######## block 1 ########
==> block_1/m4.png <==
Scale bar: 50 µm. Cells faint in the background.
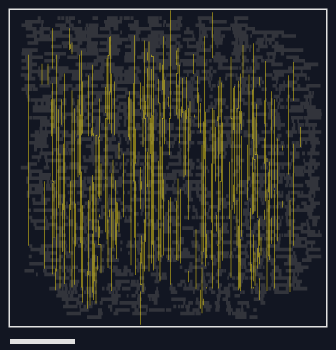

$ cat src/rtl/gb_cpu_regfile_mp.sv
// gb CPU register file: prioritised write ports, masked flag update, shadow bank, debug scan-out.
// Optional write-through read forwarding is enabled by defining GB_REGFILE_BYPASS_EN.
module gb_cpu_regfile_mp #(
    parameter int unsigned NUM_WR   = 3,
    parameter int unsigned NUM_RD   = 2,
    parameter int unsigned NUM_REGS = 16,
    parameter logic [15:0] PC_RESET = 16'h0000
) (
    input  logic                   clk,
    input  logic                   reset,
    input  logic [NUM_WR-1:0]      i_wr_en,
    input  logic [NUM_WR-1:0]      i_wr_pair,
    input  logic [NUM_WR*4-1:0]    i_wr_addr,
    input  logic [NUM_WR*16-1:0]   i_wr_data,
    input  logic                   i_flag_we,
    input  logic [3:0]             i_flag_mask,
    input  logic [3:0]             i_flag_val,
    input  logic [NUM_RD-1:0]      i_rd_pair,
    input  logic [NUM_RD*4-1:0]    i_rd_addr,
    output logic [NUM_RD*16-1:0]   o_rd_data,
    input  logic                   i_shadow_save,
    input  logic                   i_shadow_rest,
    output logic                   o_shadow_valid,
    input  logic                   i_dbg_req,
    output logic                   o_dbg_valid,
    output logic [3:0]             o_dbg_idx,
    output logic [7:0]             o_dbg_data,
    output logic                   o_dbg_last
);

    localparam int unsigned RegF   = 1;
    localparam int unsigned RegPcL = 10;
    localparam int unsigned RegPcH = 11;

    typedef enum logic {StIdle, StScan} dbg_state_e;

    logic [7:0]          r_regs   [NUM_REGS];
    logic [7:0]          r_shadow [NUM_REGS];
    logic [7:0]          w_next   [NUM_REGS];
    logic [7:0]          w_rd_src [NUM_REGS];
    logic [NUM_REGS-1:0] w_hit;
    logic [3:0]          w_ra     [NUM_RD];
    logic                w_restore;
    logic                r_shadow_valid;
    dbg_state_e          r_dbg_state;
    logic [3:0]          w_dbg_next_idx;

    assign w_restore      = i_shadow_rest && r_shadow_valid;
    assign o_shadow_valid = r_shadow_valid;
    assign w_dbg_next_idx = o_dbg_idx + 4'd1;

    // Ports are scanned high index first so the lowest-indexed port lands last and wins.
    always_comb begin
        for (int r = 0; r < NUM_REGS; r++) begin
            w_hit[r]  = 1'b0;
            w_next[r] = r_regs[r];
            for (int p = NUM_WR - 1; p >= 0; p--) begin
                if (i_wr_en[p]) begin
                    if (i_wr_pair[p] && ((i_wr_addr[p*4 +: 4] | 4'd1) == 4'(r))) begin
                        w_hit[r]  = 1'b1;
                        w_next[r] = i_wr_data[p*16 + 8 +: 8];
                    end else if (i_wr_pair[p] && ((i_wr_addr[p*4 +: 4] & 4'hE) == 4'(r))) begin
                        w_hit[r]  = 1'b1;
                        w_next[r] = i_wr_data[p*16 +: 8];
                    end else if (!i_wr_pair[p] && (i_wr_addr[p*4 +: 4] == 4'(r))) begin
                        w_hit[r]  = 1'b1;
                        w_next[r] = i_wr_data[p*16 +: 8];
                    end
                end
            end
            if (r == RegF) begin
                if (w_hit[r]) begin
                    w_next[r] = w_next[r] & 8'hF0;
                end else if (i_flag_we) begin
                    w_next[r] = {(i_flag_mask & i_flag_val) | (~i_flag_mask & r_regs[r][7:4]),
                                 4'h0};
                end
            end
            if (w_restore) begin
                w_next[r] = r_shadow[r];
            end
        end
    end

`ifdef GB_REGFILE_BYPASS_EN
    assign w_rd_src = w_next;
`else
    assign w_rd_src = r_regs;
`endif

    // Odd index holds the high byte of a pair.
    always_comb begin
        o_rd_data = '0;
        for (int q = 0; q < NUM_RD; q++) begin
            w_ra[q] = i_rd_addr[q*4 +: 4];
            if (i_rd_pair[q]) begin
                o_rd_data[q*16 +: 16] = {w_rd_src[w_ra[q] | 4'd1], w_rd_src[w_ra[q] & 4'hE]};
            end else begin
                o_rd_data[q*16 +: 16] = {8'h00, w_rd_src[w_ra[q]]};
            end
        end
    end

    always_ff @(posedge clk) begin
        if (reset) begin
            for (int r = 0; r < NUM_REGS; r++) begin
                r_regs[r]   <= (r == RegPcL) ? PC_RESET[7:0] :
                               (r == RegPcH) ? PC_RESET[15:8] : 8'h00;
                r_shadow[r] <= 8'h00;
            end
            r_shadow_valid <= 1'b0;
        end else begin
            for (int r = 0; r < NUM_REGS; r++) begin
                r_regs[r] <= w_next[r];
            end
            if (i_shadow_save) begin
                for (int r = 0; r < NUM_REGS; r++) begin
                    r_shadow[r] <= r_regs[r];
                end
                r_shadow_valid <= 1'b1;
            end else if (w_restore) begin
                r_shadow_valid <= 1'b0;
            end
        end
    end

    // Beat data is captured from the next-state value so it equals the live register in that beat.
    always_ff @(posedge clk) begin
        if (reset) begin
            r_dbg_state <= StIdle;
            o_dbg_valid <= 1'b0;
            o_dbg_idx   <= 4'd0;
            o_dbg_data  <= 8'h00;
            o_dbg_last  <= 1'b0;
        end else begin
            case (r_dbg_state)
                StIdle: begin
                    if (i_dbg_req) begin
                        r_dbg_state <= StScan;
                        o_dbg_valid <= 1'b1;
                        o_dbg_idx   <= 4'd0;
                        o_dbg_data  <= w_next[0];
                        o_dbg_last  <= (NUM_REGS == 1);
                    end
                end
                StScan: begin
                    if (o_dbg_last) begin
                        r_dbg_state <= StIdle;
                        o_dbg_valid <= 1'b0;
                        o_dbg_idx   <= 4'd0;
                        o_dbg_data  <= 8'h00;
                        o_dbg_last  <= 1'b0;
                    end else begin
                        o_dbg_idx   <= w_dbg_next_idx;
                        o_dbg_data  <= w_next[w_dbg_next_idx];
                        o_dbg_last  <= (w_dbg_next_idx == 4'(NUM_REGS - 1));
                    end
                end
                default: r_dbg_state <= StIdle;
            endcase
        end
    end

endmodule

$ cat config.mk
export PLATFORM = sky130hd
export DESIGN_NAME = gb_cpu_regfile_mp
export DESIGN_NICKNAME = d
export VERILOG_FILES = /design/src/rtl/gb_cpu_regfile_mp.sv
export SDC_FILE = /design/constraint.sdc
export NUM_CORES = 1
export LEC_CHECK = 0
export CORE_MARGIN = 3
export CORE_UTILIZATION = 40
export CTS_CLUSTER_DIAMETER = 100
export DETAILED_ROUTE_END_ITERATION = 8
export DONT_BUFFER_PORTS = 1
export PLACE_DENSITY = 0.56
export SLEW_MARGIN = 10
export SYNTH_ARGS = -nofsm -noshare
export SYNTH_HDL_FRONTEND = slang
export SYNTH_SLANG_ARGS = --single-unit
$ cat constraint.sdc
create_clock -name clk -period 11.3 [get_ports clk]
set_input_delay 3.39 -clock clk [delete_from_list [all_inputs] [get_ports clk]]
set_output_delay 3.39 -clock clk [all_outputs]
set_load 0.01 [all_outputs]
######## block 2 ########
===== config.mk =====
export PLATFORM = sky130hd
export DESIGN_NAME = bus_arbiter_mc
export DESIGN_NICKNAME = d
export VERILOG_FILES = /design/src/rtl/bus_arbiter_mc.sv
export SDC_FILE = /design/constraint.sdc
export NUM_CORES = 1
export LEC_CHECK = 0
export ABC_AREA = 1
export CORE_ASPECT_RATIO = 1.2
export CORE_UTILIZATION = 51
export DETAILED_ROUTE_END_ITERATION = 8
export GPL_TIMING_DRIVEN = 0
export MAX_ROUTING_LAYER = met4
export PLACE_DENSITY = 0.87
export SYNTH_ARGS = -nofsm -noshare
export SYNTH_HDL_FRONTEND = slang
export SYNTH_SLANG_ARGS = --single-unit

===== constraint.sdc =====
create_clock -name clk -period 3.2 [get_ports clk]
set_input_delay 0.32 -clock clk [delete_from_list [all_inputs] [get_ports clk]]
set_output_delay 0.32 -clock clk [all_outputs]
set_load 0.05 [all_outputs]

===== src/rtl/bus_arbiter_mc.sv =====
// bus_arbiter_mc: per-bus packet arbiter moving FIFO heads to destination devices.
// Rev 1.0
`default_nettype none

module bus_arbiter_mc #(
  parameter int         BITS      = 1,
  parameter int         DRVRS     = 4,
  parameter int         PCKG_SZ   = 16,
  parameter logic [7:0] BROADCAST = 8'hFF,
  parameter int         MODE      = 1,
  parameter int         CNT_W     = 8
) (
  input  logic                                    clk,
  input  logic                                    reset,
  input  logic [BITS-1:0][DRVRS-1:0]              pndng,
  input  logic [BITS-1:0][DRVRS-1:0][PCKG_SZ-1:0] D_pop,
  input  logic [BITS-1:0][DRVRS-1:0]              full,
  output logic [BITS-1:0][DRVRS-1:0]              pop,
  output logic [BITS-1:0][DRVRS-1:0]              push,
  output logic [BITS-1:0][PCKG_SZ-1:0]            D_push,
  output logic [BITS-1:0][CNT_W-1:0]              pkt_cnt,
  output logic [BITS-1:0][CNT_W-1:0]              drop_cnt
);

  localparam int IW = $clog2(DRVRS);

  typedef enum logic [1:0] {
    S_IDLE  = 2'd0,
    S_POP   = 2'd1,
    S_ROUTE = 2'd2,
    S_PUSH  = 2'd3
  } state_t;

  generate
    for (genvar b = 0; b < BITS; b++) begin : g_bus
      state_t             r_state, w_state_nxt;
      logic [PCKG_SZ-1:0] r_pkt, w_pkt_nxt, r_dpush, w_dpush_nxt;
      logic [IW-1:0]      r_gnt, w_gnt_nxt, r_ptr, w_ptr_nxt, w_sel;
      logic [DRVRS-1:0]   r_pop, w_pop_nxt, r_push, w_push_nxt, w_mask;
      logic [CNT_W-1:0]   r_pcnt, w_pcnt_nxt, r_dcnt, w_dcnt_nxt;
      logic [7:0]         w_dest;
      logic               w_valid;

      // Scan downward so the lowest offset from the search start wins.
      always_comb begin
        w_sel = '0;
        for (int i = DRVRS - 1; i >= 0; i--) begin
          if (pndng[b][(MODE == 1) ? (int'(r_ptr) + i) % DRVRS : i])
            w_sel = IW'((MODE == 1) ? (int'(r_ptr) + i) % DRVRS : i);
        end
      end

      assign w_dest = r_pkt[PCKG_SZ-1 -: 8];

      always_comb begin
        w_mask  = '0;
        w_valid = 1'b0;
        if (int'(w_dest) < DRVRS) begin
          w_valid = 1'b1;
          for (int j = 0; j < DRVRS; j++) w_mask[j] = (int'(w_dest) == j);
        end else if (w_dest == BROADCAST) begin
          w_valid = 1'b1;
          for (int j = 0; j < DRVRS; j++) w_mask[j] = (int'(r_gnt) != j);
        end
      end

      always_comb begin
        w_state_nxt = r_state;
        w_pkt_nxt   = r_pkt;
        w_gnt_nxt   = r_gnt;
        w_ptr_nxt   = r_ptr;
        w_pop_nxt   = '0;
        w_push_nxt  = '0;
        w_dpush_nxt = r_dpush;
        w_pcnt_nxt  = r_pcnt;
        w_dcnt_nxt  = r_dcnt;
        case (r_state)
          // PUSH doubles as a grant slot so back-to-back packets are 3 cycles apart.
          S_IDLE, S_PUSH: begin
            if (r_state == S_PUSH && r_pcnt != '1) w_pcnt_nxt = r_pcnt + CNT_W'(1);
            if (|pndng[b]) begin
              w_gnt_nxt   = w_sel;
              w_pkt_nxt   = D_pop[b][w_sel];
              w_pop_nxt   = DRVRS'(1) << w_sel;
              w_ptr_nxt   = (w_sel == IW'(DRVRS - 1)) ? '0 : w_sel + IW'(1);
              w_state_nxt = S_POP;
            end else begin
              w_state_nxt = S_IDLE;
            end
          end
          S_POP: w_state_nxt = S_ROUTE;
          S_ROUTE: begin
            if (!w_valid) begin
              if (r_dcnt != '1) w_dcnt_nxt = r_dcnt + CNT_W'(1);
              w_state_nxt = S_IDLE;
            end else if ((w_mask & full[b]) == '0) begin
              w_push_nxt  = w_mask;
              w_dpush_nxt = r_pkt;
              w_state_nxt = S_PUSH;
            end
          end
          default: w_state_nxt = S_IDLE;
        endcase
      end

      always_ff @(posedge clk or negedge reset) begin
        if (!reset) begin
          r_state <= S_IDLE;
          r_pkt   <= '0;
          r_gnt   <= '0;
          r_ptr   <= '0;
          r_pop   <= '0;
          r_push  <= '0;
          r_dpush <= '0;
          r_pcnt  <= '0;
          r_dcnt  <= '0;
        end else begin
          r_state <= w_state_nxt;
          r_pkt   <= w_pkt_nxt;
          r_gnt   <= w_gnt_nxt;
          r_ptr   <= w_ptr_nxt;
          r_pop   <= w_pop_nxt;
          r_push  <= w_push_nxt;
          r_dpush <= w_dpush_nxt;
          r_pcnt  <= w_pcnt_nxt;
          r_dcnt  <= w_dcnt_nxt;
        end
      end

      assign pop[b]      = r_pop;
      assign push[b]     = r_push;
      assign D_push[b]   = r_dpush;
      assign pkt_cnt[b]  = r_pcnt;
      assign drop_cnt[b] = r_dcnt;
    end
  endgenerate

endmodule

`default_nettype wire



## Gallery

Metal 1.
Cells faint in the background.
Plate I
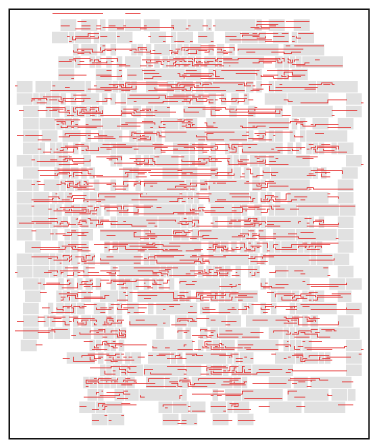
Plate II
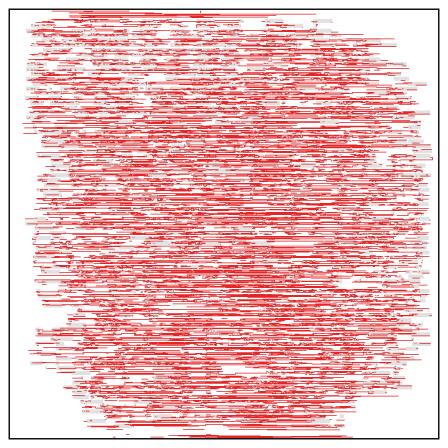
- Plate I = block 2
- Plate II = block 1

Key to Plate I:
share of all routed wire	41%
longest straight run	23.0 µm
wire length on this layer	3700 µm

==> block_1/m2.png <==
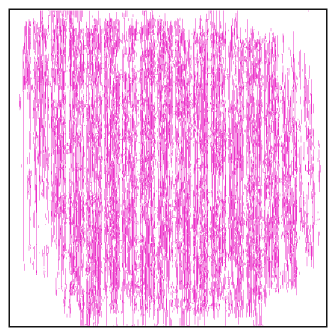
longest straight run	130 µm
share of all routed wire	40%
main direction	vertical
wire length on this layer	50.2 mm
nets with wire on the layer	1892
met2 usage: 59.1%
routed via count: 22727

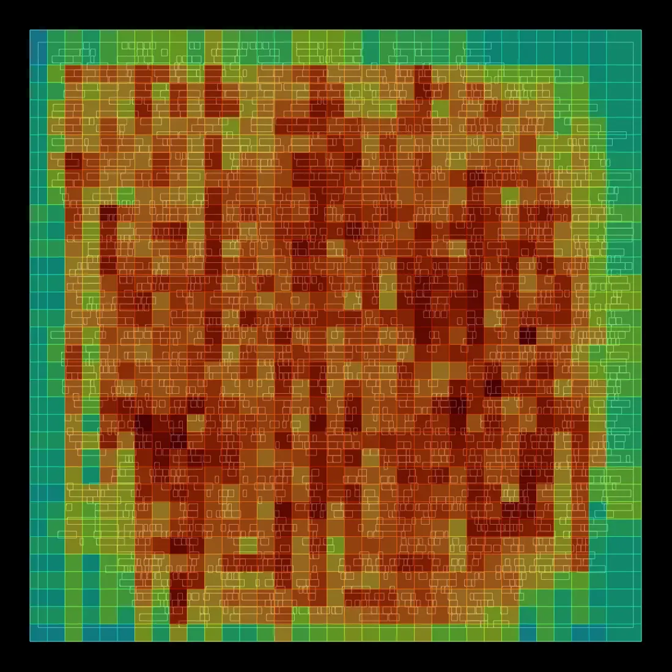
(block_1/congestion_map.png)
gr busiest metal: met2
fin util: 43.7%

## Picture notes: block_1/m4.png
share of all routed wire	8.4%
longest straight run	175 µm
wire length on this layer	10600 µm
final WL: 126000 µm

==> flow_summary.ini, block 1 <==
; yosys + openroad results
[status]
outcome = finished, final reports clean

[drt]
met2WireLength_um = 50200
wire_per_inst_um = 42.1
dr_wl_met3_um = 18800

[final_layout]
bufAreaShareNonClock_pct = 1.95
area_delta_synth_final_pct = 7.18
drive_above_1_share_pct = 14.0
design_area_mm2 = 0.0238
mi_logic_area_mm2 = 0.0145
nNonClkBuffers = 60

[logic_synthesis]
ys.flop_type = dfxtp_1
netlist_top_cells_count = nor2_1 (259), mux2i_1 (193), clkbuf_1 (159)
top_cell_area_share_pct = 17.3
synthesis.nets = 2491

[hold_path]
hold_start = r_shadow[1][11]$_SDFFCE_PN0P_
hold_depth = 2

[critical_path]
worst-path-buf-inv = 0
arrival_ns = 4.62
cpPeakStageDelay_ns = 0.49
cp-end-kind = output pin
crit_end = o_rd_data[21]
crit_type = primary input to output pin
cp-start-kind = primary input

[clocking]
cts.sinks = 272
numCtsBuffers = 35
clk_latency_ns = 0.57
cts_tree = yes

[power]
leakage_uw = 0.00852
irDropWorstVdd_mv = 0.0834

[job]
warnings = 33

[grt]
grtUsageTotal_pct = 42.4

[timing]
max_freq_mhz = 125
tns_ns = 0
tightest_slew_ns = 1.40

[placement]
place_congestion = 1.05

[floorplan]
die_area_mm2 = 0.0583
block 1: worst min-delay path: cells and delay by family (launching register included):
family | cells | cell delay, ns
simple gates | 1 | 0.06
compound gates | 1 | 0.11
flops | 1 | 0.32
block 1: where the power goes:
group / switching [µW] / internal, µW / total, µW
sequential: 128 / 1100 / 1230
combinational: 324 / 233 / 558
clock: 469 / 693 / 1160
total: 922 / 2020 / 2950
block 1: stage by stage:
step | utilization, % | setup WS (ns)
finish | 43.7 | 3.29
global route | 43.7 | 3.25
floorplan | - | 2.47
detailed placement | 41.6 | 3.32
CTS | 43.7 | 3.32
global placement | 41.6 | 3.35
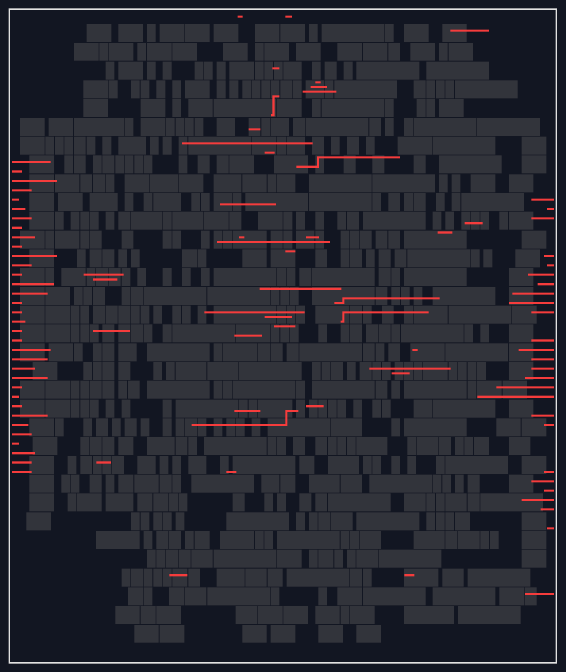
(block_2/m3.png)
Cells faint in the background.
share of all routed wire	4.3%
wire length on this layer	385 µm
longest straight run	18.6 µm

==> flow_summary.ini, block 2 <==
; yosys + openroad results
[logic_synthesis]
synth_chip_area_mm2 = 0.00363
avgSynthCellArea_um2 = 7.30
synth.most_common_cell = nand2_1
ys_sh_mux_pct = 0
netlist_top_cells_count = nand2_1 (181), inv_1 (72), nand3_1 (70)
ys_top_logic_family = simple AND/OR/NAND/NOR gates

[critical_path]
rr_worst_depth = 8
crit_path_top_delay_cell = nor2_2
crit_cells = 8

[final_layout]
mi_logic_area_mm2 = 0.00166
bufAreaShareNonClock_pct = 24.9
design_area_mm2 = 0.00506
seq_share_pct = 30.6
flops = 62

[grt]
grt_pass1_wl_um = 14900
grt_max_degree = 36
grtUsageTotal_pct = 26.3
overflow = 0

[drt]
firstDrtPassIters = 5
wire_per_inst_um = 12.6
drc = 0
drtIter0Drc = 150

[timing]
hold_violations = 0
finalClockPeriodUsage_pct = 66.1
fin_worst_skew_ns = 0.0103
slew_headroom_pct = 46.3

[status]
outcome = finished, final reports clean

[job]
warnings = 31

[floorplan]
initial_core_util_pct = 53.0
die-height_um = 94.5

[clocking]
clock_path_buffers = 2
cts_setup_buffers = 0
cts_tree = yes

[power]
p_comb_share_pct = 62.4
block 2: through the flow:
step,power (µW),std cells,setup TNS (ns),hold slack [ns],utilization (%)
floorplan,3570,498,0,0.0244,-
global placement,4320,698,-3.21,0.453,71.1
detailed placement,4450,699,0,0.443,71.3
CTS,5080,714,0,0.0749,73.9
global route,5500,714,0,0.117,73.9
finish,5080,714,0,0.0667,73.9
block 2: layer usage:
layer  track usage (%)  share of wire (%)  vias up
li1                  -                  -     1793
met1              29.0                 41     1640
met2              46.6                 52      119
met3              4.15                4.3       24
met4              11.4                2.6        0
met5                 -                  0        -

Power figures rest on the tool's default switching activity, not on a simulated workload.
